=== bsg_blackparrot_dram_scheduler ===
Figure 1. Floorplan with the power grid (bsg_blackparrot_dram_scheduler).
Pins as bars on the die edge.
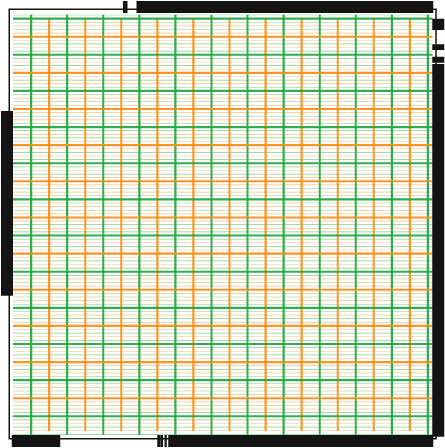

$ cat src/rtl/blackparrot_chip_pkg.sv
// Chip-level defaults for the BlackParrot DRAM bridge fan-out.
package blackparrot_chip_pkg;
   localparam int bp_dram_channels_gp        = 2;
   localparam int bp_dram_max_outstanding_gp = 8;
   localparam int bp_dram_hash_lsb_gp        = 6;

   function automatic int bp_dram_order_els(input int channels, input int max_outstanding);
      return channels * max_outstanding;
   endfunction
endpackage

$ cat src/rtl/bsg_fifo_1r1w_small.sv
// Small register-array FIFO, one read and one write port; data_o is valid the cycle after push.
// Backpressure: ready_o drops when full; yumi_i pops the head when v_o is high.
module bsg_fifo_1r1w_small #(
   parameter int width_p = 1,
   parameter int els_p   = 2
) (
   input  logic               clk_i,
   input  logic               reset_i,
   input  logic               v_i,
   output logic               ready_o,
   input  logic [width_p-1:0] data_i,
   output logic               v_o,
   output logic [width_p-1:0] data_o,
   input  logic               yumi_i
);
   localparam int ptr_w = (els_p > 1) ? $clog2(els_p) : 1;
   localparam int cnt_w = $clog2(els_p + 1);

   logic [width_p-1:0] mem [els_p];
   logic [ptr_w-1:0]   rptr, wptr;
   logic [cnt_w-1:0]   cnt;
   logic               push, pop;

   // Pointers wrap explicitly so els_p need not be a power of two.
   function automatic logic [ptr_w-1:0] nxt(input logic [ptr_w-1:0] p);
      return (p == ptr_w'(els_p - 1)) ? '0 : p + 1'b1;
   endfunction

   assign ready_o = (cnt != cnt_w'(els_p));
   assign v_o     = (cnt != '0);
   assign data_o  = mem[rptr];
   assign push    = v_i & ready_o;
   assign pop     = yumi_i & v_o;

   always_ff @(posedge clk_i) begin
      if (reset_i) begin
         rptr <= '0;
         wptr <= '0;
         cnt  <= '0;
      end else begin
         if (push) wptr <= nxt(wptr);
         if (pop)  rptr <= nxt(rptr);
         if (push & ~pop)      cnt <= cnt + 1'b1;
         else if (pop & ~push) cnt <= cnt - 1'b1;
      end
   end

   always_ff @(posedge clk_i) begin
      if (push) mem[wptr] <= data_i;
   end
endmodule

$ cat src/rtl/bsg_blackparrot_dram_scheduler.sv
// Address-hashed fan-out of mem commands to DRAM channels with in-order response return.
// Command path is 0 cycles; per-channel credit limit plus order-queue depth stall cmd_ready_and_o.
module bsg_blackparrot_dram_scheduler
   import blackparrot_chip_pkg::*;
#(
   parameter int channels_p        = bp_dram_channels_gp,
   parameter int max_outstanding_p = bp_dram_max_outstanding_gp,
   parameter int msg_width_p       = 128,
   parameter int paddr_width_p     = 40,
   parameter int hash_lsb_p        = bp_dram_hash_lsb_gp
) (
   input  logic                                   clk_i,
   input  logic                                   reset_i,
   input  logic [msg_width_p-1:0]                 cmd_i,
   input  logic [paddr_width_p-1:0]               cmd_addr_i,
   input  logic                                   cmd_v_i,
   output logic                                   cmd_ready_and_o,
   output logic [msg_width_p-1:0]                 resp_o,
   output logic                                   resp_v_o,
   input  logic                                   resp_yumi_i,
   output logic [channels_p-1:0][msg_width_p-1:0] chan_cmd_o,
   output logic [channels_p-1:0]                  chan_cmd_v_o,
   input  logic [channels_p-1:0]                  chan_cmd_ready_and_i,
   input  logic [channels_p-1:0][msg_width_p-1:0] chan_resp_i,
   input  logic [channels_p-1:0]                  chan_resp_v_i,
   output logic [channels_p-1:0]                  chan_resp_yumi_o,
   output logic                                   idle_o,
   output logic                                   protocol_err_o
);
   localparam int lg_ch     = $clog2(channels_p);
   localparam int cnt_w     = $clog2(max_outstanding_p + 1);
   localparam int order_els = bp_dram_order_els(channels_p, max_outstanding_p);

   logic [lg_ch-1:0]                 target, head;
   logic [channels_p-1:0][cnt_w-1:0] count_r;
   logic [channels_p-1:0]            inc, dec, unsolicited;
   logic                             room, queue_ready, queue_v, accept, pop;
   logic                             unused_addr;

   assign unused_addr = ^cmd_addr_i;
   assign target      = cmd_addr_i[hash_lsb_p +: lg_ch];

   assign room            = queue_ready & (count_r[target] < cnt_w'(max_outstanding_p));
   assign cmd_ready_and_o = ~reset_i & room & chan_cmd_ready_and_i[target];
   assign accept          = cmd_v_i & cmd_ready_and_o;

   assign resp_v_o = ~reset_i & queue_v & chan_resp_v_i[head];
   assign resp_o   = chan_resp_i[head];
   assign pop      = resp_yumi_i & resp_v_o;
   assign idle_o   = reset_i | ~queue_v;

   always_comb begin
      chan_cmd_v_o     = '0;
      chan_resp_yumi_o = '0;
      inc              = '0;
      dec              = '0;
      unsolicited      = '0;
      chan_cmd_v_o[target] = cmd_v_i & room & ~reset_i;
      chan_resp_yumi_o[head] = pop;
      inc[target] = accept;
      dec[head]   = pop;
      for (int k = 0; k < channels_p; k++) begin
         chan_cmd_o[k]  = cmd_i;
         unsolicited[k] = chan_resp_v_i[k] & (count_r[k] == '0);
      end
   end

   // Holds the channel ID of every accepted command, oldest at the head.
   bsg_fifo_1r1w_small #(
      .width_p (lg_ch),
      .els_p   (order_els)
   ) order_fifo (
      .clk_i   (clk_i),
      .reset_i (reset_i),
      .v_i     (accept),
      .ready_o (queue_ready),
      .data_i  (target),
      .v_o     (queue_v),
      .data_o  (head),
      .yumi_i  (pop)
   );

   always_ff @(posedge clk_i) begin
      if (reset_i) begin
         count_r        <= '0;
         protocol_err_o <= 1'b0;
      end else begin
         for (int k = 0; k < channels_p; k++) begin
            if (inc[k] & ~dec[k])      count_r[k] <= count_r[k] + 1'b1;
            else if (dec[k] & ~inc[k]) count_r[k] <= count_r[k] - 1'b1;
         end
         protocol_err_o <= protocol_err_o | (|unsolicited);
      end
   end
endmodule

$ cat config.mk
export PLATFORM = sky130hd
export DESIGN_NAME = bsg_blackparrot_dram_scheduler
export DESIGN_NICKNAME = d
export VERILOG_FILES = /design/src/rtl/blackparrot_chip_pkg.sv /design/src/rtl/bsg_fifo_1r1w_small.sv /design/src/rtl/bsg_blackparrot_dram_scheduler.sv
export SDC_FILE = /design/constraint.sdc
export NUM_CORES = 1
export LEC_CHECK = 0
export CORE_AREA = 2 2 318 320
export CTS_CLUSTER_DIAMETER = 80
export DETAILED_ROUTE_END_ITERATION = 8
export DIE_AREA = 0 0 320 322
export PLACE_DENSITY = 0.3
export SYNTH_ARGS = -nofsm -noshare
export SYNTH_HDL_FRONTEND = slang
export SYNTH_HIERARCHICAL = 1
export SYNTH_SLANG_ARGS = --single-unit
$ cat constraint.sdc
create_clock -name clk_i -period 12.2 [get_ports clk_i]
set_clock_uncertainty 0.2 [all_clocks]
set_input_delay 3.05 -clock clk_i [delete_from_list [all_inputs] [get_ports clk_i]]
set_output_delay 3.05 -clock clk_i [all_outputs]
set_load 0.05 [all_outputs]
=== battle_sequencer ===
`config.mk`:
```
export PLATFORM = sky130hd
export DESIGN_NAME = battle_sequencer
export DESIGN_NICKNAME = d
export VERILOG_FILES = /design/src/rtl/battle_pkg.sv /design/src/rtl/front_select.sv /design/src/rtl/battle_sequencer.sv
export SDC_FILE = /design/constraint.sdc
export NUM_CORES = 1
export LEC_CHECK = 0
export ABC_CLOCK_PERIOD_IN_PS = 3200
export CORE_UTILIZATION = 46
export CTS_CLUSTER_DIAMETER = 80
export DETAILED_ROUTE_END_ITERATION = 8
export PLACE_DENSITY = 0.77
export RECOVER_POWER = 100
export SYNTH_ARGS = -nofsm -noshare
export SYNTH_HDL_FRONTEND = slang
export SYNTH_HIERARCHICAL = 1
export SYNTH_SLANG_ARGS = --single-unit
```
`constraint.sdc`:
```
create_clock -name clk -period 3.2 [get_ports clk]
set_input_delay 0.64 -clock clk [delete_from_list [all_inputs] [get_ports clk]]
set_output_delay 0.64 -clock clk [all_outputs]
set_load 0.01 [all_outputs]
```
`src/rtl/battle_pkg.sv`:
```
`default_nettype none
// ============================================================================
// Module      : battle_pkg
// Description : Shared definitions for the battle sequencer: team geometry,
//               the "no pet alive" index, the FSM state type and the stat
//               helper functions used by the sequencer datapath.
// Revision    : 1.0 - initial release
// ============================================================================
package battle_pkg;

  localparam int TEAM_SIZE = 3;
  localparam int STAT_W    = 4;
  localparam int TEAM_W    = TEAM_SIZE * STAT_W;

  localparam logic [1:0] NONE_IDX = 2'd3;

  typedef enum logic [1:0] {
    IDLE  = 2'd0,
    FIGHT = 2'd1,
    DONE  = 2'd2
  } state_e;

  // Health minus damage, clamped at zero so a pet never wraps back to life.
  function automatic logic [STAT_W-1:0] sat_sub(input logic [STAT_W-1:0] a,
                                                input logic [STAT_W-1:0] b);
    return (a > b) ? (a - b) : '0;
  endfunction

  // Extract one slot from a packed team vector. An out-of-range index
  // (NONE_IDX) yields 0; callers only use it when the index is valid.
  function automatic logic [STAT_W-1:0] get_slot(input logic [TEAM_W-1:0] v,
                                                 input logic [1:0]        idx);
    logic [STAT_W-1:0] r;
    r = '0;
    for (int i = 0; i < TEAM_SIZE; i++) begin
      if (idx == 2'(i)) r = v[i*STAT_W +: STAT_W];
    end
    return r;
  endfunction

endpackage
`default_nettype wire

```
`src/rtl/front_select.sv`:
```
`default_nettype none
// ============================================================================
// Module      : front_select
// Description : Priority encoder that returns the lowest-index slot whose
//               health is nonzero, or NONE_IDX when the whole team is down.
// Ports       : hp_i  - packed team health, slot i at [4i+3:4i]
//               idx_o - front pet index, NONE_IDX if none alive
// Revision    : 1.0 - initial release
// ============================================================================
module front_select
  import battle_pkg::*;
(
  input  logic [TEAM_W-1:0] hp_i,
  output logic [1:0]        idx_o
);

  // Scan from the highest slot down so the lowest alive slot is the last
  // assignment and therefore wins.
  always_comb begin
    idx_o = NONE_IDX;
    for (int i = TEAM_SIZE - 1; i >= 0; i--) begin
      if (hp_i[i*STAT_W +: STAT_W] != '0) idx_o = 2'(i);
    end
  end

endmodule
`default_nettype wire

```
`src/rtl/battle_sequencer.sv`:
```
`default_nettype none
// ============================================================================
// Module      : battle_sequencer
// Description : Auto-battle engine. Captures both teams on start_battle, then
//               on each tick the two front pets hit each other at once.
//               The battle ends when either team has no pet left standing.
// Ports       : clk, reset          - clock, synchronous active-high reset
//               start_battle        - begin a battle (honoured in IDLE only)
//               tick                - strike pacing enable
//               p_atk_in/p_hp_in    - player stats, 3 x 4-bit packed
//               o_atk_in/o_hp_in    - opponent stats, 3 x 4-bit packed
//               busy                - battle in progress (FIGHT or DONE)
//               strike              - pulse in the cycle updated hp appears
//               battle_done         - one-cycle end-of-battle pulse
//               battle_win          - result, held until next battle end
//               p_front/o_front     - front pet index, 3 = none alive
//               p_hp/o_hp           - live health registers
// Revision    : 1.0 - initial release
// ============================================================================
module battle_sequencer
  import battle_pkg::*;
(
  input  logic              clk,
  input  logic              reset,
  input  logic              start_battle,
  input  logic              tick,
  input  logic [TEAM_W-1:0] p_atk_in,
  input  logic [TEAM_W-1:0] p_hp_in,
  input  logic [TEAM_W-1:0] o_atk_in,
  input  logic [TEAM_W-1:0] o_hp_in,
  output logic              busy,
  output logic              strike,
  output logic              battle_done,
  output logic              battle_win,
  output logic [1:0]        p_front,
  output logic [1:0]        o_front,
  output logic [TEAM_W-1:0] p_hp,
  output logic [TEAM_W-1:0] o_hp
);

  state_e            state_q, state_d;
  logic [TEAM_W-1:0] p_atk_q, p_atk_d;
  logic [TEAM_W-1:0] p_hp_q,  p_hp_d;
  logic [TEAM_W-1:0] o_atk_q, o_atk_d;
  logic [TEAM_W-1:0] o_hp_q,  o_hp_d;
  logic              strike_q, strike_d;
  logic              win_q,    win_d;

  logic              p_alive;
  logic              o_alive;
  logic [STAT_W-1:0] p_front_atk;
  logic [STAT_W-1:0] o_front_atk;

  // Front selection works on the stored health, so a pet that faints on
  // one exchange is skipped automatically on the very next evaluation.
  front_select u_p_front (
    .hp_i  (p_hp_q),
    .idx_o (p_front)
  );

  front_select u_o_front (
    .hp_i  (o_hp_q),
    .idx_o (o_front)
  );

  assign p_alive     = (p_front != NONE_IDX);
  assign o_alive     = (o_front != NONE_IDX);
  assign p_front_atk = get_slot(p_atk_q, p_front);
  assign o_front_atk = get_slot(o_atk_q, o_front);

  always_ff @(posedge clk) begin
    if (reset) begin
      state_q  <= IDLE;
      p_atk_q  <= '0;
      p_hp_q   <= '0;
      o_atk_q  <= '0;
      o_hp_q   <= '0;
      strike_q <= 1'b0;
      win_q    <= 1'b0;
    end else begin
      state_q  <= state_d;
      p_atk_q  <= p_atk_d;
      p_hp_q   <= p_hp_d;
      o_atk_q  <= o_atk_d;
      o_hp_q   <= o_hp_d;
      strike_q <= strike_d;
      win_q    <= win_d;
    end
  end

  always_comb begin
    state_d  = state_q;
    p_atk_d  = p_atk_q;
    p_hp_d   = p_hp_q;
    o_atk_d  = o_atk_q;
    o_hp_d   = o_hp_q;
    strike_d = 1'b0;
    win_d    = win_q;

    unique case (state_q)
      IDLE: begin
        if (start_battle) begin
          p_atk_d = p_atk_in;
          p_hp_d  = p_hp_in;
          o_atk_d = o_atk_in;
          o_hp_d  = o_hp_in;
          state_d = FIGHT;
        end
      end

      FIGHT: begin
        // A wiped team ends the battle even if a tick arrives this cycle.
        if (!p_alive || !o_alive) begin
          win_d   = p_alive && !o_alive;
          state_d = DONE;
        end else if (tick) begin
          // Both hits use pre-exchange values: a simultaneous trade.
          for (int i = 0; i < TEAM_SIZE; i++) begin
            if (p_front == 2'(i)) begin
              p_hp_d[i*STAT_W +: STAT_W] = sat_sub(p_hp_q[i*STAT_W +: STAT_W], o_front_atk);
            end
            if (o_front == 2'(i)) begin
              o_hp_d[i*STAT_W +: STAT_W] = sat_sub(o_hp_q[i*STAT_W +: STAT_W], p_front_atk);
            end
          end
          strike_d = 1'b1;
        end
      end

      DONE: begin
        state_d = IDLE;
      end

      default: begin
        state_d = IDLE;
      end
    endcase
  end

  // strike is registered so it lines up with the updated hp it announces;
  // battle_done decodes DONE, landing two cycles after the final tick.
  assign busy        = (state_q != IDLE);
  assign strike      = strike_q;
  assign battle_done = (state_q == DONE);
  assign battle_win  = win_q;
  assign p_hp        = p_hp_q;
  assign o_hp        = o_hp_q;

endmodule
`default_nettype wire

```
=== pipe_hazard_ctrl ===
## src/rtl/hazard_pkg.sv

```systemverilog
// ============================================================================
//  Module      : hazard_pkg
//  Description : Shared types and constants for the IF/ID hazard controller.
//  Revision    : 1.0 - initial release
// ============================================================================
`default_nettype none

package hazard_pkg;

    typedef logic [1:0] state_t;

    localparam state_t      c_ST_RUN    = 2'd0;
    localparam state_t      c_ST_STALL  = 2'd1;
    localparam state_t      c_ST_FLUSH  = 2'd2;

    localparam logic [31:0] c_NOP       = 32'h0000_0000;
    localparam logic [31:0] c_RESET_PC  = 32'h0000_0000;
    localparam int unsigned c_MAX_STALL = 2;

endpackage

`default_nettype wire

```

## src/rtl/pipe_hazard_ctrl_perf_counter.sv

```systemverilog
// ============================================================================
//  Module      : perf_counter
//  Description : Free-running wrapping event counter with synchronous
//                active-low clear.
//  Revision    : 1.0 - initial release
// ============================================================================
`default_nettype none

module perf_counter #(
    parameter int WIDTH = 32
) (
    input  logic             clk,
    input  logic             i_clr_n,
    input  logic             i_en,
    output logic [WIDTH-1:0] o_count
);

    logic [WIDTH-1:0] r_count;

    always_ff @(posedge clk) begin
        if (!i_clr_n) begin
            r_count <= '0;
        end else if (i_en) begin
            r_count <= r_count + 1'b1;
        end
    end

    assign o_count = r_count;

endmodule

`default_nettype wire

```

## src/rtl/pipe_hazard_ctrl.sv

```systemverilog
// ============================================================================
//  Module      : pipe_hazard_ctrl
//  Description : IF/ID pipeline register with stall/flush control, stall
//                watchdog and optional performance counters
//                (enabled by defining HAZARD_PERF_CNT_EN).
//  Revision    : 1.0 - initial release
// ============================================================================
`default_nettype none

module pipe_hazard_ctrl
    import hazard_pkg::*;
(
    input  logic        clk,
    input  logic        rst_n,
    input  logic        bb_data,
    input  logic        jump_taken_id,
    input  logic [31:0] pc_if,
    input  logic [31:0] instr_if,
    output logic        pc_write_en,
    output logic [31:0] pc_id,
    output logic [31:0] instr_id,
    output logic        valid_id,
    output logic        bubble_ex,
    output logic [1:0]  state_o,
    output logic        stall_err,
    output logic [31:0] stall_cnt,
    output logic [31:0] flush_cnt
);

    localparam int          c_RUN_W   = $clog2(c_MAX_STALL + 2);
    localparam logic [c_RUN_W-1:0] c_RUN_MAX = c_RUN_W'(c_MAX_STALL);

    logic [31:0]        r_pc_id;
    logic [31:0]        r_instr_id;
    logic               r_valid_id;
    state_t             r_state;
    state_t             w_state_next;
    logic [c_RUN_W-1:0] r_stall_run;
    logic               r_stall_err;
    logic               w_stall_q;
    logic               w_flush_enter;

    // A stall request against an empty slot is meaningless and is dropped.
    assign w_stall_q   = bb_data & r_valid_id;
    assign pc_write_en = ~w_stall_q;
    assign bubble_ex   = w_stall_q;

    always_ff @(posedge clk) begin
        if (!rst_n) begin
            r_pc_id    <= c_RESET_PC;
            r_instr_id <= c_NOP;
            r_valid_id <= 1'b0;
        end else if (!w_stall_q) begin
            r_pc_id <= pc_if;
            if (jump_taken_id) begin
                r_instr_id <= c_NOP;
                r_valid_id <= 1'b0;
            end else begin
                r_instr_id <= instr_if;
                r_valid_id <= 1'b1;
            end
        end
    end

    always_ff @(posedge clk) begin
        if (!rst_n) begin
            r_state <= c_ST_RUN;
        end else begin
            r_state <= w_state_next;
        end
    end

    always_comb begin
        w_state_next = c_ST_RUN;
        case (r_state)
            c_ST_RUN: begin
                if (w_stall_q) begin
                    w_state_next = c_ST_STALL;
                end else if (jump_taken_id) begin
                    w_state_next = c_ST_FLUSH;
                end
            end
            c_ST_STALL: begin
                if (w_stall_q) begin
                    w_state_next = c_ST_STALL;
                end
            end
            c_ST_FLUSH: w_state_next = c_ST_RUN;
            default:    w_state_next = c_ST_RUN;
        endcase
    end

    // Run length saturates just past the limit; only "exceeded" matters.
    always_ff @(posedge clk) begin
        if (!rst_n) begin
            r_stall_run <= '0;
            r_stall_err <= 1'b0;
        end else if (w_stall_q) begin
            if (r_stall_run <= c_RUN_MAX) begin
                r_stall_run <= r_stall_run + 1'b1;
            end
            if (r_stall_run >= c_RUN_MAX) begin
                r_stall_err <= 1'b1;
            end
        end else begin
            r_stall_run <= '0;
        end
    end

    assign w_flush_enter = (w_state_next == c_ST_FLUSH) && (r_state != c_ST_FLUSH);

`ifdef HAZARD_PERF_CNT_EN
    perf_counter #(
        .WIDTH (32)
    ) u_stall_cnt (
        .clk     (clk),
        .i_clr_n (rst_n),
        .i_en    (w_stall_q),
        .o_count (stall_cnt)
    );

    perf_counter #(
        .WIDTH (32)
    ) u_flush_cnt (
        .clk     (clk),
        .i_clr_n (rst_n),
        .i_en    (w_flush_enter),
        .o_count (flush_cnt)
    );
`else
    logic w_unused_flush_enter;
    assign w_unused_flush_enter = w_flush_enter;
    assign stall_cnt = 32'h0;
    assign flush_cnt = 32'h0;
`endif

    assign pc_id     = r_pc_id;
    assign instr_id  = r_instr_id;
    assign valid_id  = r_valid_id;
    assign state_o   = r_state;
    assign stall_err = r_stall_err;

endmodule

`default_nettype wire

```

## config.mk

```make
export PLATFORM = sky130hd
export DESIGN_NAME = pipe_hazard_ctrl
export DESIGN_NICKNAME = d
export VERILOG_FILES = /design/src/rtl/hazard_pkg.sv /design/src/rtl/pipe_hazard_ctrl_perf_counter.sv /design/src/rtl/pipe_hazard_ctrl.sv
export SDC_FILE = /design/constraint.sdc
export NUM_CORES = 1
export LEC_CHECK = 0
export CAP_MARGIN = 20
export CORE_MARGIN = 5
export CORE_UTILIZATION = 34
export DETAILED_ROUTE_END_ITERATION = 8
export PLACE_DENSITY = 0.77
export SLEW_MARGIN = 20
export SYNTH_ARGS = -nofsm -noshare
export SYNTH_HDL_FRONTEND = slang
export SYNTH_SLANG_ARGS = --single-unit
```

## constraint.sdc

```tcl
create_clock -name clk -period 0.85 [get_ports clk]
set_input_delay 0.17 -clock clk [delete_from_list [all_inputs] [get_ports clk]]
set_output_delay 0.17 -clock clk [all_outputs]
set_load 0.005 [all_outputs]
```

Figure 2. Placement by cell class (bsg_blackparrot_dram_scheduler).
Bar = 100 um. Fill, decap, tap and diode cells in gray.
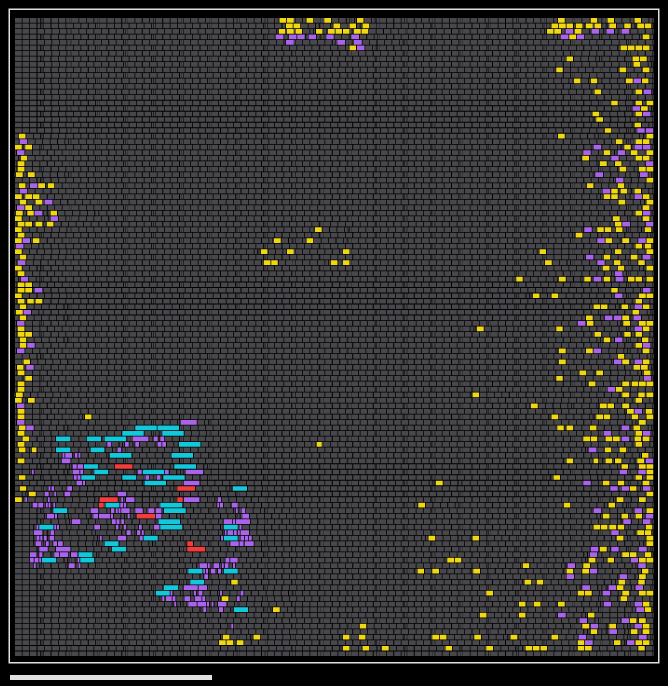
Key: other buffers and delay cells = yellow [cells 403]; clock drivers and dummy loads = red [cells 8]; combinational and other logic = purple [cells 293]; flops = cyan [cells 42]

About Figure 1:
Key: VDD = orange; VSS = green
23 straps on met4. 23 straps on met5. 824 signal pins sit on the boundary. 117 met1 rails follow the rows.

==> flow_summary.ini, bsg_blackparrot_dram_scheduler <==
; flow metrics
[layout]
layout_top_cell = clkdlybuf4s50_1
flops = 42
final_nets = 1195
combGateArea_mm2 = 0.00261
inverters = 12

[power_and_ir_drop]
p_switching_mw = 0.314
power-top-group = combinational cells
swShare_pct = 43.6
combPwrFrac_pct = 59.1
p_comb_mw = 0.425
p_leak_nw = 2.99

[grt]
grt_pass1_wl_um = 50500
overflow = 0
grt_pass1_vias = 5220

[worst_setup_path]
crit_type = in2out
endpoint_kind = output port

[outcome]
status = finished clean

[synthesis]
syn-cell-area_mm2 = 0.00575
synth.yosys.num_cells = 613
synth.logic.top_family = buffers and inverters
most_common_cell = buf_4
ys_area_mm2 = 0.00575
ys_ff = 42
syn_avg_cell_area_um2 = 9.39
synthTopCellsByCount = buf_4 (256), mux2_2 (130), nor2_1 (28)

[cts]
clock_latency_ns = 0.29
cts_tree = done
cts_buffers = 5

[floorplan]
num_rows = 116
io_pins = 824
die_h_um = 322

[route]
met3_wirelength_um = 6780
drt_first_pass_iters = 4
via_per_inst = 2.34

[final_timing]
final_hold_viol_count = 0
clock.fmax_mhz = 114

[placement]
dp_hpwl_um = 36400

[job]
warning_count = 68
[bsg_blackparrot_dram_scheduler: final timing paths]
check                                                      from                         endpoint  slack [ns]  cells after the start
worst min register to register  order_fifo/rptr[3]$_SDFFE_PP0N_  order_fifo/rptr[3]$_SDFFE_PP0N_        0.32                      2
worst max-delay path                              cmd_addr_i[6]                  cmd_ready_and_o        3.43                      4
worst max register to register                         register   order_fifo/cnt[4]$_SDFFE_PP0P_        7.47                     13
worst min-delay path            order_fifo/rptr[3]$_SDFFE_PP0N_  order_fifo/rptr[3]$_SDFFE_PP0N_        0.32                      2
[bsg_blackparrot_dram_scheduler: state kept, by name, summed over array words and instances (netlist names), named ones only]
name             count
count_r              8
order_fifo/cnt       5
order_fifo/mem      16
order_fifo/rptr      4
order_fifo/wptr      4
protocol_err_o       1
[bsg_blackparrot_dram_scheduler: routing by layer]
layer | up-vias | global-route usage (%)
li1 | 2084 | -
met1 | 2135 | 9.49
met2 | 554 | 10.1
met3 | 12 | 5.56
met4 | 2 | 0.396
met5 | - | 0.662
Figure 3. Close-up of the layout (battle_sequencer).
Region (0, 41) to (50, 91) um. Cells in gray, sequential cells in the stronger gray; small squares are vias.
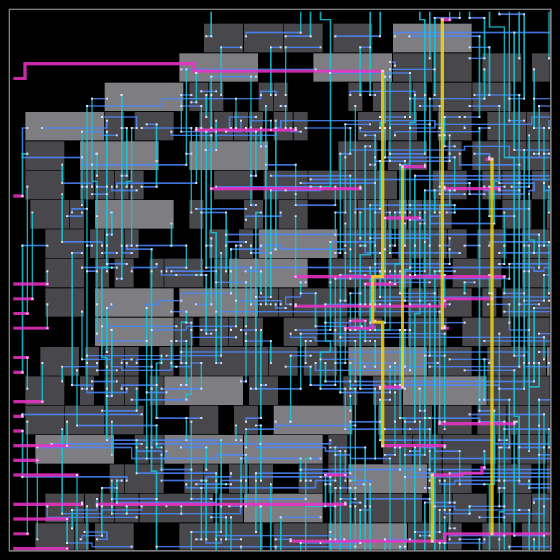
Key: metal 1 = blue; metal 2 = cyan; metal 3 = magenta; metal 4 = yellow
Most frequent: nand2_1 (32), clkdlybuf4s50_1 (28), dfxtp_1 (22). Sequential cells in the window: 23. 193 logic cells have their middle in the window. Netlist names of flops here include o_atk_q (12), p_hp (4), p_atk_q (3).

==> flow_summary.ini, battle_sequencer <==
; flow metrics
[outcome]
status = finished clean

[cts]
post_cts_buffers = 0
cts_tree = done
cts_buffers = 5

[grt]
globalRouteMet2Util_pct = 43.1

[power_and_ir_drop]
powerDensity_mw_per_mm2 = 983
p_clk_share_pct = 9.4
p_leak_nw = 2.06
ir_drop_v = 0.000426

[route]
via_per_inst = 5.79
m1WireLength_um = 5110
drtIter0Drc = 205
route.met2.wl_um = 5240

[floorplan]
die_h_um = 91.3
io_pins = 84

[synthesis]
simple_gate_area_share_pct = 24.7
fp_nets = 539
synth.yosys.num_cells = 463
ys_ff = 52
synth_cells = 463
ys_sh_adder_pct = 8.19

[worst_setup_path]
r2r-start = p_hp[0]$_SDFFE_PP0P_
rrSetupSlack_ns = 0.07
cp-endpoint = o_hp[10]$_SDFFE_PP0P_

[layout]
inverters = 18
layout_top_cell = clkdlybuf4s50_1
logic_gate_count = 365
flops = 52
bufAreaShareNonClock_pct = 24.3
instances_no_fill = 687

[final_timing]
relSlewSlack_pct = 49.5

[placement]
globalplace.congestion = 0.914
[battle_sequencer: worst max-delay path, stage by stage (launching register included)]
cell and delay [ns]:
dfxtp_2 0.35, or4_4 0.57, a21oi_4 0.17, buf_6 0.16, mux2i_4 0.24, nor2_2 0.08
nor2_2 0.13, buf_6 0.12, xor2_1 0.18, ha_2 0.23, a21oi_1 0.07, nor2b_1 0.13
o22a_1 0.22, o2111ai_2 0.13, a311oi_1 0.26
[battle_sequencer: stage by stage]
stage                     instance area, um^2  setup TNS (ns)  setup slack, ns  total power [mW]  utilization, %
after global routing                     5290          -0.560           -0.113              5.57            68.5
final                                    5290               0           0.0654              5.21            68.5
after global placement                   4890               0           0.0164              4.17            63.3
after detailed placement                 4890          -0.120           -0.103              4.24            63.3
after floorplan                          3670         -0.0117          -0.0117              3.06               -
after CTS                                5040               0          0.00160              4.78            65.2
[battle_sequencer: power groups by stage]
stage / clock (mW) / combinational [mW] / sequential, mW
floorplan: 0 / 2.12 / 0.935
CTS: 0.496 / 3.39 / 0.894
global route: 0.524 / 4.12 / 0.923
global placement: 0 / 3.27 / 0.905
detailed placement: 0 / 3.33 / 0.909
finish: 0.490 / 3.81 / 0.909
Figure 4. Gate families picked out (pipe_hazard_ctrl).
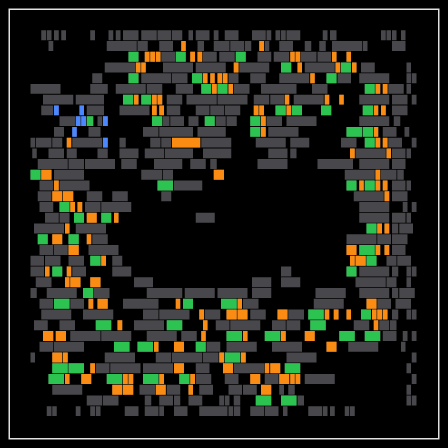
Key: NOR gates = blue [cells 7, where top left]; NAND gates = orange [cells 130, where widely spread]; inverting AOI/OAI gates = green [cells 66, where widely spread]

Figure 5. Floorplan with the power grid (pipe_hazard_ctrl).
Pins as bars on the die edge.
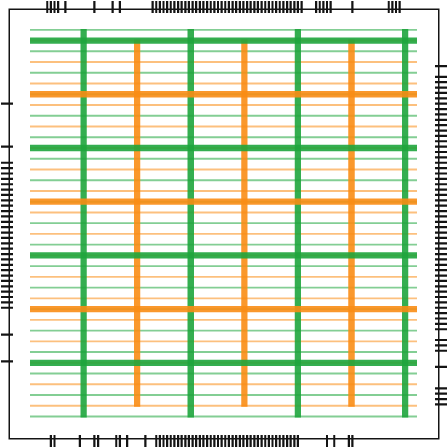
Key: VSS = green; VDD = orange
7 straps on met4. The core has 36 rows. 37 met1 rails follow the rows.

==> flow_summary.ini, pipe_hazard_ctrl <==
; flow metrics
[outcome]
status = finished with violations
violations = setup timing

[synthesis]
synth.logic.top_family = simple AND/OR/NAND/NOR gates
ys_seq_share_pct = 42.6
synth_warnings = 0
ys_sh_adder_pct = 0.760
edf_count = 0
simple_gate_area_share_pct = 19.6
ys_ff = 70
synthTopCellsByCount = nand2_1 (97), buf_4 (70), dfxtp_1 (70)

[final_timing]
min_period_ns = 1.11
rsz0062_at_grt = yes
setup_violations = 140
setup_ws_ns = -0.261
final_hold_viol_count = 0
tns_ns = -19.51

[route]
finalWirelength_um = 9220
via_per_inst = 4.27
antenna_left = 0

[grt]
grt-busiest-layer = met2
use_met1_pct = 14.6
antenna_found_initial = 0
use_met3_pct = 5.01

[worst_setup_path]
critPathArrivalTime_ns = 0.94
cp_num_cells = 3
slowest_stage = dfxtp_4
start_kind = register
endpoint_kind = output port

[floorplan]
fp_util_pct = 34.3
fp.dieW_um = 108
die_area_mm2 = 0.0117

[layout]
layout_top_cells = nand2_1 (97), dfxtp_2 (68), clkdlybuf4s50_1 (65)

[placement]
dp_hpwl_um = 6150
post-place-ws_ns = -0.655
place_inst = 623
postPlaceCellArea_mm2 = 0.00454

[cts]
cts_resized = 386
cts_tree = done
clock-sinks = 70

[min_path]
min_path_cells = 2

[job]
drv_cap = 0
pipe_hazard_ctrl: layer usage:
metal / vias up / share of wire [%]
met2: 112 / 52
met3: 16 / 9.2
met5: - / 0
li1: 1370 / -
met4: 0 / 2.0
met1: 1316 / 37
pipe_hazard_ctrl: flip-flops by register name, indices dropped and copies added, names as in the netlist:
signal,flops
instr_id,32
pc_id,32
r_stall_run,2
state_o,2
stall_err,1
valid_id,1
pipe_hazard_ctrl: power by group:
group          switching (mW)  internal (mW)  leakage [nW]  total, mW
logic                   0.534          0.859          1.54       1.39
clock network            1.17           1.10        0.0800       2.27
registers               0.112           3.49         0.602       3.60
pipe_hazard_ctrl: cells by family (layout without fill, tap and decap cells):
group / after synthesis / after routing
and+or+nand+nor: 138 / 138
buffers and inverters: 90 / 184
DFF: 70 / 70
AOI/OAI and AO/OA: 67 / 67
adders and majority gates: 2 / 2
other: 1 / 64
xor gates and xnor gates: 1 / 1
pipe_hazard_ctrl: area by class of cell:
type                    count  area (um^2)  area share (%)
repair buffers            168         1720            33.9
multi-input cells         272         1520            30.0
flip-flops and latches     70         1490            29.3
well taps                 133          166            3.27
clock buffers              10          138            2.71
clock inverters             4         25.0           0.492
inverters                   2         15.0           0.295

==> screenshots <==
Register map, names as in the netlist.
(a)
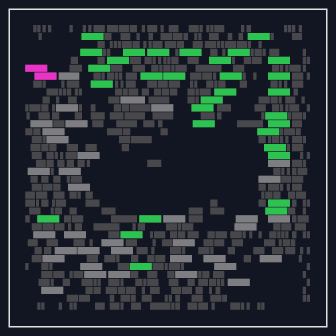
(b)
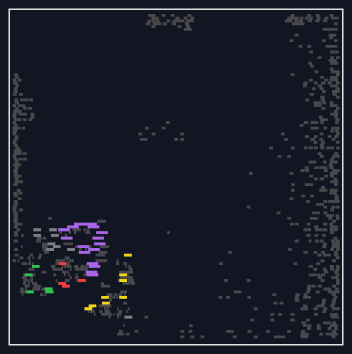
(c)
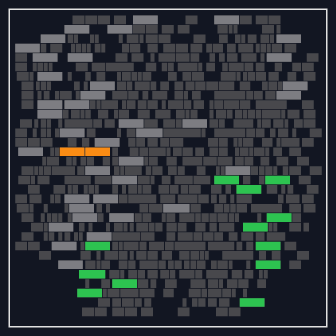
bsg_blackparrot_dram_scheduler is (b).
battle_sequencer is (c).
pipe_hazard_ctrl is (a).
- most cells: (b)
- fewest sequential cells: (b)

Key to (c):
Key: state_q = orange [placed flops 2]; o_hp = green [placed flops 12]
Another 38 sequential cells are not colored.


=== mul_seq_ctrl ===
Figure 6. Close-up of the layout (mul_seq_ctrl).
Region (0, 28) to (50, 78) um. Cells in gray, sequential cells in the stronger gray; small squares are vias.
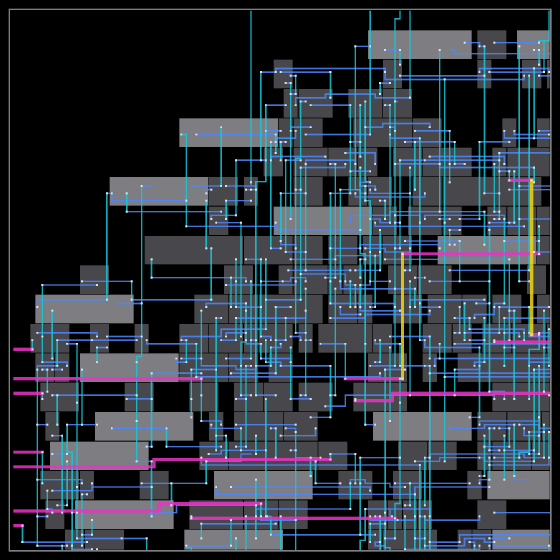

### src/rtl/mul_seq_pkg.sv
// mul_seq_pkg: shared state encoding and sizing helpers for the sequential multiplier.
package mul_seq_pkg;
   typedef enum logic [1:0] {IDLE, RUN, DONE} state_t;
   localparam int DEF_WIDTH = 6;
   localparam int CNT_W = $clog2(DEF_WIDTH);
   function automatic int cnt_w(input int w);
      return (w > 1) ? $clog2(w) : 1;
   endfunction
endpackage

### src/rtl/mul_step.sv
// mul_step: one shift-add partial-product iteration.
module mul_step #(
   parameter int WIDTH  = 6,
   parameter int PWIDTH = 2*WIDTH
) (
   input  logic [PWIDTH-1:0] acc,
   input  logic [PWIDTH-1:0] mcand,
   input  logic [WIDTH-1:0]  mplier,
   output logic [PWIDTH-1:0] acc_next,
   output logic [PWIDTH-1:0] mcand_next,
   output logic [WIDTH-1:0]  mplier_next
);
   always_comb begin
      acc_next    = mplier[0] ? acc + mcand : acc;
      mcand_next  = mcand << 1;
      mplier_next = mplier >> 1;
   end
endmodule

### src/rtl/mul_seq_ctrl.sv
// mul_seq_ctrl: shift-add multiplier sequencer, one partial product per clock,
// fixed WIDTH-cycle latency, valid/ready on both operand and product sides.
module mul_seq_ctrl import mul_seq_pkg::*; #(
   parameter int WIDTH  = 6,
   parameter int PWIDTH = 2*WIDTH
) (
   input  logic              clk,
   input  logic              rst,
   input  logic              in_valid,
   output logic              in_ready,
   input  logic [WIDTH-1:0]  a,
   input  logic [WIDTH-1:0]  b,
   input  logic              abort,
   output logic              busy,
   output logic              out_valid,
   input  logic              out_ready,
   output logic [PWIDTH-1:0] product
);
   localparam int CW = cnt_w(WIDTH);
   localparam logic [CW-1:0] LAST = CW'(WIDTH-1);

   state_t            state;
   logic [PWIDTH-1:0] acc, mcand, acc_next, mcand_next;
   logic [WIDTH-1:0]  mplier, mplier_next;
   logic [CW-1:0]     count;

   mul_step #(.WIDTH(WIDTH), .PWIDTH(PWIDTH)) u_step (
      .acc(acc), .mcand(mcand), .mplier(mplier),
      .acc_next(acc_next), .mcand_next(mcand_next), .mplier_next(mplier_next)
   );

   // rst gating keeps in_ready low while reset is held, even though state is already IDLE
   assign in_ready  = (state == IDLE) && !rst;
   assign out_valid = (state == DONE);
   assign busy      = (state == RUN) || (state == DONE);
   assign product   = acc;

   always_ff @(posedge clk or posedge rst) begin
      if (rst) begin
         state  <= IDLE;
         acc    <= '0;
         mcand  <= '0;
         mplier <= '0;
         count  <= '0;
      end else begin
         case (state)
            IDLE: if (in_valid) begin
               mcand  <= PWIDTH'(a);
               mplier <= b;
               acc    <= '0;
               count  <= '0;
               state  <= RUN;
            end
            RUN: if (abort) state <= IDLE;
            else begin
               acc    <= acc_next;
               mcand  <= mcand_next;
               mplier <= mplier_next;
               count  <= count + 1'b1;
               if (count == LAST) state <= DONE;
            end
            DONE: if (abort || out_ready) state <= IDLE;
            default: state <= IDLE;
         endcase
      end
   end
endmodule
### config.mk
export PLATFORM = sky130hd
export DESIGN_NAME = mul_seq_ctrl
export DESIGN_NICKNAME = d
export VERILOG_FILES = /design/src/rtl/mul_seq_pkg.sv /design/src/rtl/mul_step.sv /design/src/rtl/mul_seq_ctrl.sv
export SDC_FILE = /design/constraint.sdc
export NUM_CORES = 1
export LEC_CHECK = 0
export ABC_CLOCK_PERIOD_IN_PS = 1900
export CAP_MARGIN = 25
export CORE_UTILIZATION = 35
export CTS_BUF_LIST = sky130_fd_sc_hd__clkbuf_4 sky130_fd_sc_hd__clkbuf_8 sky130_fd_sc_hd__clkbuf_16
export CTS_CLUSTER_DIAMETER = 200
export CTS_CLUSTER_SIZE = 25
export DETAILED_ROUTE_END_ITERATION = 6
export DONT_BUFFER_PORTS = 1
export SYNTH_ARGS = -nofsm -noshare
export SYNTH_HDL_FRONTEND = slang
export SYNTH_SLANG_ARGS = --single-unit
### constraint.sdc
create_clock -name clk -period 1.9 [get_ports clk]
set_input_delay 0.285 -clock clk [delete_from_list [all_inputs] [get_ports clk]]
set_output_delay 0.285 -clock clk [all_outputs]
set_load 0.01 [all_outputs]
=== sram_arbiter ===
[src/rtl/sram_arb_pkg.sv]
`default_nettype none
// ============================================================================
// Module      : sram_arb_pkg
// Description : Shared types and default geometry for the SRAM arbiter.
// Revision    : 1.0 - initial release
// ============================================================================
package sram_arb_pkg;

    localparam int SRAM_ADDR_W = 4;
    localparam int SRAM_DATA_W = 8;

    typedef enum logic [1:0] {
        S_IDLE   = 2'd0,
        S_ACCESS = 2'd1,
        S_WAIT   = 2'd2,
        S_RESP   = 2'd3
    } state_t;

    // Width-independent part of a latched operation; the addr/wdata fields
    // are added by the arbiter at its own parameterised geometry.
    typedef struct packed {
        logic id;
        logic we;
    } op_ctrl_t;

endpackage : sram_arb_pkg
`default_nettype wire

[src/rtl/sram_arbiter_rr_arb2.sv]
`default_nettype none
// ============================================================================
// Module      : rr_arb2
// Description : Two-way round-robin grant; ptr selects the winner on a tie.
// Revision    : 1.0 - initial release
// ============================================================================
module rr_arb2 (
    input  logic [1:0] req,
    input  logic       ptr,
    output logic [1:0] gnt
);

    always_comb begin
        gnt = req;
        if (req == 2'b11) begin
            gnt = ptr ? 2'b10 : 2'b01;
        end
    end

endmodule : rr_arb2
`default_nettype wire

[src/rtl/sram_arbiter.sv]
`default_nettype none
// ============================================================================
// Module      : sram_arbiter
// Description : Round-robin arbiter serialising two requesters onto one SRAM.
// Revision    : 1.0 - initial release
// ============================================================================
module sram_arbiter
    import sram_arb_pkg::*;
#(
    parameter int ADDR_W = SRAM_ADDR_W,
    parameter int DATA_W = SRAM_DATA_W,
    parameter int RD_LAT = 1
) (
    input  logic                clk,
    input  logic                rst,
    input  logic [1:0]          req_valid,
    output logic [1:0]          req_ready,
    input  logic [1:0]          req_we,
    input  logic [2*ADDR_W-1:0] req_addr,
    input  logic [2*DATA_W-1:0] req_wdata,
    output logic [1:0]          rsp_valid,
    output logic [DATA_W-1:0]   rsp_rdata,
    output logic                sram_en,
    output logic                sram_we,
    output logic [ADDR_W-1:0]   sram_addr,
    output logic [DATA_W-1:0]   sram_wdata,
    input  logic [DATA_W-1:0]   sram_rdata
);

    localparam logic [2:0] c_RD_LAT = 3'(RD_LAT);

    typedef struct packed {
        op_ctrl_t          ctrl;
        logic [ADDR_W-1:0] addr;
        logic [DATA_W-1:0] wdata;
    } op_t;

    state_t              r_state,      w_state_nxt;
    op_t                 r_op,         w_op_nxt;
    logic                r_rr_ptr,     w_rr_ptr_nxt;
    logic [2:0]          r_wait_cnt,   w_wait_cnt_nxt;
    logic [1:0]          r_rsp_valid,  w_rsp_valid_nxt;
    logic [DATA_W-1:0]   r_rsp_rdata,  w_rsp_rdata_nxt;
    logic                r_sram_en,    w_sram_en_nxt;
    logic                r_sram_we,    w_sram_we_nxt;
    logic [ADDR_W-1:0]   r_sram_addr,  w_sram_addr_nxt;
    logic [DATA_W-1:0]   r_sram_wdata, w_sram_wdata_nxt;

    logic [1:0]          w_gnt;
    logic                w_hs;
    logic                w_hs_id;
    op_t                 w_req_op;

    rr_arb2 u_rr_arb2 (
        .req (req_valid),
        .ptr (r_rr_ptr),
        .gnt (w_gnt)
    );

    assign req_ready = (r_state == S_IDLE && !rst) ? w_gnt : 2'b00;
    assign w_hs      = |(req_valid & req_ready);
    assign w_hs_id   = req_ready[1];

    always_comb begin
        w_req_op.ctrl.id = w_hs_id;
        w_req_op.ctrl.we = w_hs_id ? req_we[1] : req_we[0];
        w_req_op.addr    = w_hs_id ? req_addr[2*ADDR_W-1:ADDR_W]
                                   : req_addr[ADDR_W-1:0];
        w_req_op.wdata   = w_hs_id ? req_wdata[2*DATA_W-1:DATA_W]
                                   : req_wdata[DATA_W-1:0];
    end

    always_comb begin
        w_state_nxt      = r_state;
        w_op_nxt         = r_op;
        w_rr_ptr_nxt     = r_rr_ptr;
        w_wait_cnt_nxt   = r_wait_cnt;
        w_rsp_valid_nxt  = 2'b00;
        w_rsp_rdata_nxt  = r_rsp_rdata;
        w_sram_en_nxt    = 1'b0;
        w_sram_we_nxt    = 1'b0;
        w_sram_addr_nxt  = '0;
        w_sram_wdata_nxt = '0;

        case (r_state)
            S_IDLE: begin
                w_rsp_rdata_nxt = '0;
                if (w_hs) begin
                    w_op_nxt         = w_req_op;
                    w_rr_ptr_nxt     = ~w_hs_id;
                    w_state_nxt      = S_ACCESS;
                    // SRAM pins are registered, so they are loaded on entry
                    // to ACCESS to be valid during that single cycle.
                    w_sram_en_nxt    = 1'b1;
                    w_sram_we_nxt    = w_req_op.ctrl.we;
                    w_sram_addr_nxt  = w_req_op.addr;
                    w_sram_wdata_nxt = w_req_op.wdata;
                end
            end
            S_ACCESS: begin
                if (r_op.ctrl.we) begin
                    w_state_nxt     = S_RESP;
                    w_rsp_valid_nxt = r_op.ctrl.id ? 2'b10 : 2'b01;
                    w_rsp_rdata_nxt = '0;
                end else begin
                    w_wait_cnt_nxt = c_RD_LAT;
                    w_state_nxt    = S_WAIT;
                end
            end
            S_WAIT: begin
                w_wait_cnt_nxt = r_wait_cnt - 3'd1;
                if (r_wait_cnt == 3'd1) begin
                    w_rsp_rdata_nxt = sram_rdata;
                    w_rsp_valid_nxt = r_op.ctrl.id ? 2'b10 : 2'b01;
                    w_state_nxt     = S_RESP;
                end
            end
            S_RESP: begin
                w_rsp_rdata_nxt = '0;
                w_state_nxt     = S_IDLE;
            end
            default: begin
                w_state_nxt = S_IDLE;
            end
        endcase
    end

    always_ff @(posedge clk) begin
        if (rst) begin
            r_state      <= S_IDLE;
            r_op         <= '0;
            r_rr_ptr     <= 1'b0;
            r_wait_cnt   <= 3'd0;
            r_rsp_valid  <= 2'b00;
            r_rsp_rdata  <= '0;
            r_sram_en    <= 1'b0;
            r_sram_we    <= 1'b0;
            r_sram_addr  <= '0;
            r_sram_wdata <= '0;
        end else begin
            r_state      <= w_state_nxt;
            r_op         <= w_op_nxt;
            r_rr_ptr     <= w_rr_ptr_nxt;
            r_wait_cnt   <= w_wait_cnt_nxt;
            r_rsp_valid  <= w_rsp_valid_nxt;
            r_rsp_rdata  <= w_rsp_rdata_nxt;
            r_sram_en    <= w_sram_en_nxt;
            r_sram_we    <= w_sram_we_nxt;
            r_sram_addr  <= w_sram_addr_nxt;
            r_sram_wdata <= w_sram_wdata_nxt;
        end
    end

    assign rsp_valid  = r_rsp_valid;
    assign rsp_rdata  = r_rsp_rdata;
    assign sram_en    = r_sram_en;
    assign sram_we    = r_sram_we;
    assign sram_addr  = r_sram_addr;
    assign sram_wdata = r_sram_wdata;

endmodule : sram_arbiter
`default_nettype wire

[config.mk]
export PLATFORM = sky130hd
export DESIGN_NAME = sram_arbiter
export DESIGN_NICKNAME = d
export VERILOG_FILES = /design/src/rtl/sram_arb_pkg.sv /design/src/rtl/sram_arbiter_rr_arb2.sv /design/src/rtl/sram_arbiter.sv
export SDC_FILE = /design/constraint.sdc
export NUM_CORES = 1
export LEC_CHECK = 0
export ABC_AREA = 1
export CAP_MARGIN = 0
export CORE_ASPECT_RATIO = 1.25
export CORE_MARGIN = 4
export CORE_UTILIZATION = 25
export CTS_CLUSTER_SIZE = 14
export DETAILED_ROUTE_END_ITERATION = 16
export PLACE_DENSITY_LB_ADDON = 0.05
export SYNTH_ARGS = -nofsm -noshare
export SYNTH_HDL_FRONTEND = slang
export SYNTH_SLANG_ARGS = --single-unit
[constraint.sdc]
create_clock -name clk -period 1.4 [get_ports clk]
set_input_delay 0.28 -clock clk [delete_from_list [all_inputs] [get_ports clk]]
set_output_delay 0.28 -clock clk [all_outputs]
set_load 0.02 [all_outputs]
Figure 7. Gate families picked out (sram_arbiter).
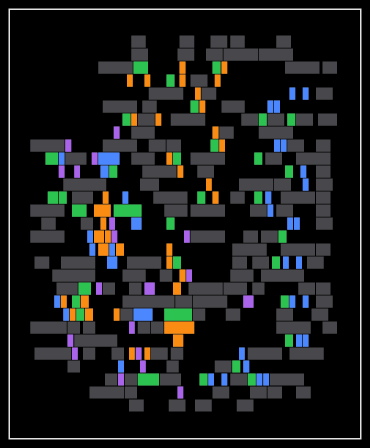
Key: NOR gates = blue [cells 37]; inverting AOI/OAI gates = green [cells 33]; inverters = purple [cells 19]; NAND gates = orange [cells 36]

==> flow_summary.ini, sram_arbiter <==
; flow metrics
[final_timing]
setup_ws_ns = -0.114
setup_violations = 2

[synthesis]
async_flop_share_pct = 0
area_leaders = dfxtp_1 (48%), nor2_1 (9.0%), nand2_1 (8.2%)
ys_area_mm2 = 0.00133
syn-cell-area_mm2 = 0.00133

[power_and_ir_drop]
p_comb_mw = 1.55
p_switching_mw = 1.23

[outcome]
status = finished with violations
violations = setup timing

[route]
route.detailed.drc = 0

[floorplan]
num_rows = 29

[worst_setup_path]
path_cells = inv_2 > ha_4 > inv_2 > nor2_4 > nand3_4 > inv_4 > buf_6
r2r_end = r_state[1]$_SDFFE_PP0P_
required_ns = 1.12

[placement]
globalplace.congestion = 0.749

[cts]
clock_path_buffers = 2

[grt]
grt_pass1_wl_um = 5890
## sram_arbiter: routing by layer
layer	wire length (um)	track usage (%)	vias up
met4	87	5.54	0
li1	-	-	705
met3	246	3.90	8
met1	1550	12.8	583
met5	0	0	-
met2	1900	21.1	40
## sram_arbiter: cells in the final DEF, fill, tap and decap left out, drive strengths merged
cell           netlist  layout
a211oi               2       2
ha                   6       6
clkbuf               1       8
nand3                6       6
nand2               29      29
dlygate4sd2          0      25
nor3b                1       1
clkdlybuf4s50        0      35
nand4                1       1
nor4                 1       1
o21bai               1       1
inv                 18      19
nor3                 1       1
dlymetal6s2s         0       1
o21ai               17      17
a31oi                1       1
bufinv               0       1
a21oi               12      12
nor2                34      34
buf                  4      21
o21a                 1       1
dfxtp               32      32
## sram_arbiter: cells by family after synthesis
group	count (synthesis)	synth area share [%]
fa+ha+maj	6	5.64
buf+inv	24	8.36
compound gates	34	14.3
flops	32	48.1
simple gates	73	23.6
## sram_arbiter: area by class of cell
type	count	area, um^2	area share (%)
clock buffer	7	96.3	4.07
multi-input combinational	113	658	27.8
clock inverter	1	30.0	1.27
sequential	32	643	27.2
inverter	19	76.3	3.23
timing repair buffer	83	785	33.2
tap	62	77.6	3.28
Figure 8. Register map, names as in the netlist (mul_seq_ctrl).
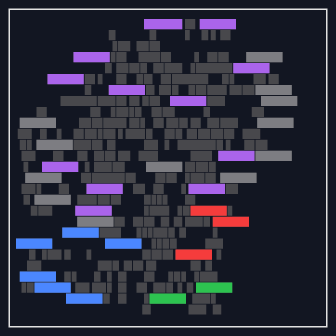
Key: state = green [placed flops 2]; count = red [placed flops 3]; mplier = blue [placed flops 6, where bottom left]; product = purple [placed flops 12]

## Picture notes: Figure 6
Key: metal 3 = magenta; metal 1 = blue; metal 2 = cyan; metal 4 = yellow
Sequential cells in the window: 15. 138 logic cells have their middle in the window. Netlist names of flops here include product (9), mcand (5). Most frequent: buf_4 (26), nand2_1 (18), dfrtp_1 (14).

==> flow_summary.ini, mul_seq_ctrl <==
; flow metrics
[synthesis]
async_flop_share_pct = 100
area_leaders = dfrtp_1 (43%), ha_1 (9.8%), o21ai_0 (7.6%)
largest_area_cell = dfrtp_1
edf_count = 0
synth_warnings = 0
synth_top_area_share_pct = 43.0
synth_top_flop_cell = dfrtp_1
synthXorXnorAreaFrac_pct = 4.30
synth_cells = 209
simple_gate_area_share_pct = 12.8
synth-compound-area-share_pct = 21.4
ys_ff = 35

[layout]
instances_no_fill = 323
drive_gt1_share_pct = 25.1
layout_top_cell = buf_4

[outcome]
status = finished with violations
violations = hold timing, setup timing

[power_and_ir_drop]
seqPwrFrac_pct = 31.2
combPwrFrac_pct = 54.0
p_comb_mw = 2.00

[cts]
cts.clk_slew.worst_paths_ns = 0.08
cts_buffers = 5
clock-sinks = 35

[route]
drt_first_pass_iters = 4
antenna_left = 0
finalWirelength_um = 4490

[final_timing]
holdWs_ns = -0.0138
setup_ws_ns = -0.0282
fin_crit_sh_pct = 101
setup_violations = 2
relSlewSlack_pct = 69.9
final_hold_viol_count = 31
clock.fmax_mhz = 519

[worst_setup_path]
worst-path-buf-inv = 0
critPathArrivalTime_ns = 2.10
start_kind = register
cp-endpoint = product[11]$_DFFE_PP0P_
r2r_end = product[11]$_DFFE_PP0P_

[grt]
grt_max_degree = 36
grt_pass1_wl_um = 7770

[placement]
place_inst = 313
io_buffers = 0

[floorplan]
num_rows = 27
fp.dieW_um = 78.3

[job]
warning_count = 32
==> mul_seq_ctrl: final cells by class <==
class                           count  area, um^2  share of cell area, %
Timing Repair Buffer               39         293                   11.4
Multi-Input combinational cell    162        1190                   46.5
Clock inverter                      3        20.0                  0.779
Tap cell                           72        90.1                   3.51
Sequential cell                    35         877                   34.1
Clock buffer                        5        68.8                   2.68
Inverter                            7        26.3                   1.02
==> mul_seq_ctrl: state kept, by name, indices dropped and copies added (netlist names) <==
name	flops
state	2
mcand	12
count	3
mplier	6
product	12
==> mul_seq_ctrl: stage by stage <==
step	setup WS [ns]	TNS [ns]	hold slack [ns]	cell area, um^2
3_3_place_gp	-0.0154	-0.0230	0.312	2440
4_1_cts	-0.0204	-0.0300	0.00218	2550
5_1_grt	-0.107	-0.445	0.0291	2570
6_report	-0.0282	-0.0353	-0.0138	2570
2_1_floorplan	-0.0203	-0.0203	0.385	2090
3_5_place_dp	-0.0575	-0.118	0.319	2440
==> mul_seq_ctrl: layer usage <==
layer	GRT usage [%]	vias to the layer above	wire (um)
met4	4.44	0	61
met1	21.2	768	2110
met3	5.35	6	206
met5	0	-	0
li1	-	829	-
met2	25.8	23	2110


## Gallery

Floorplan with the power grid.
Pins as bars on the die edge.
panel A
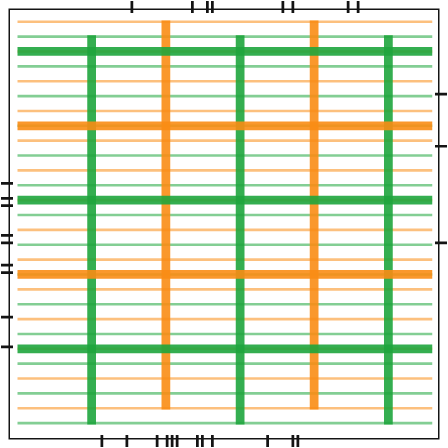
panel B
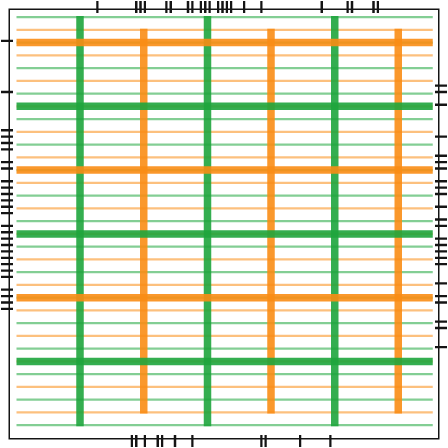
panel C
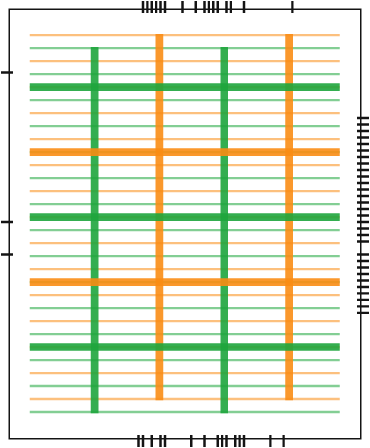
- largest die: panel B
- fewest pins: panel A
sram_arbiter is panel C.
battle_sequencer is panel B.
mul_seq_ctrl is panel A.

Power and IR drop assume default switching activity.
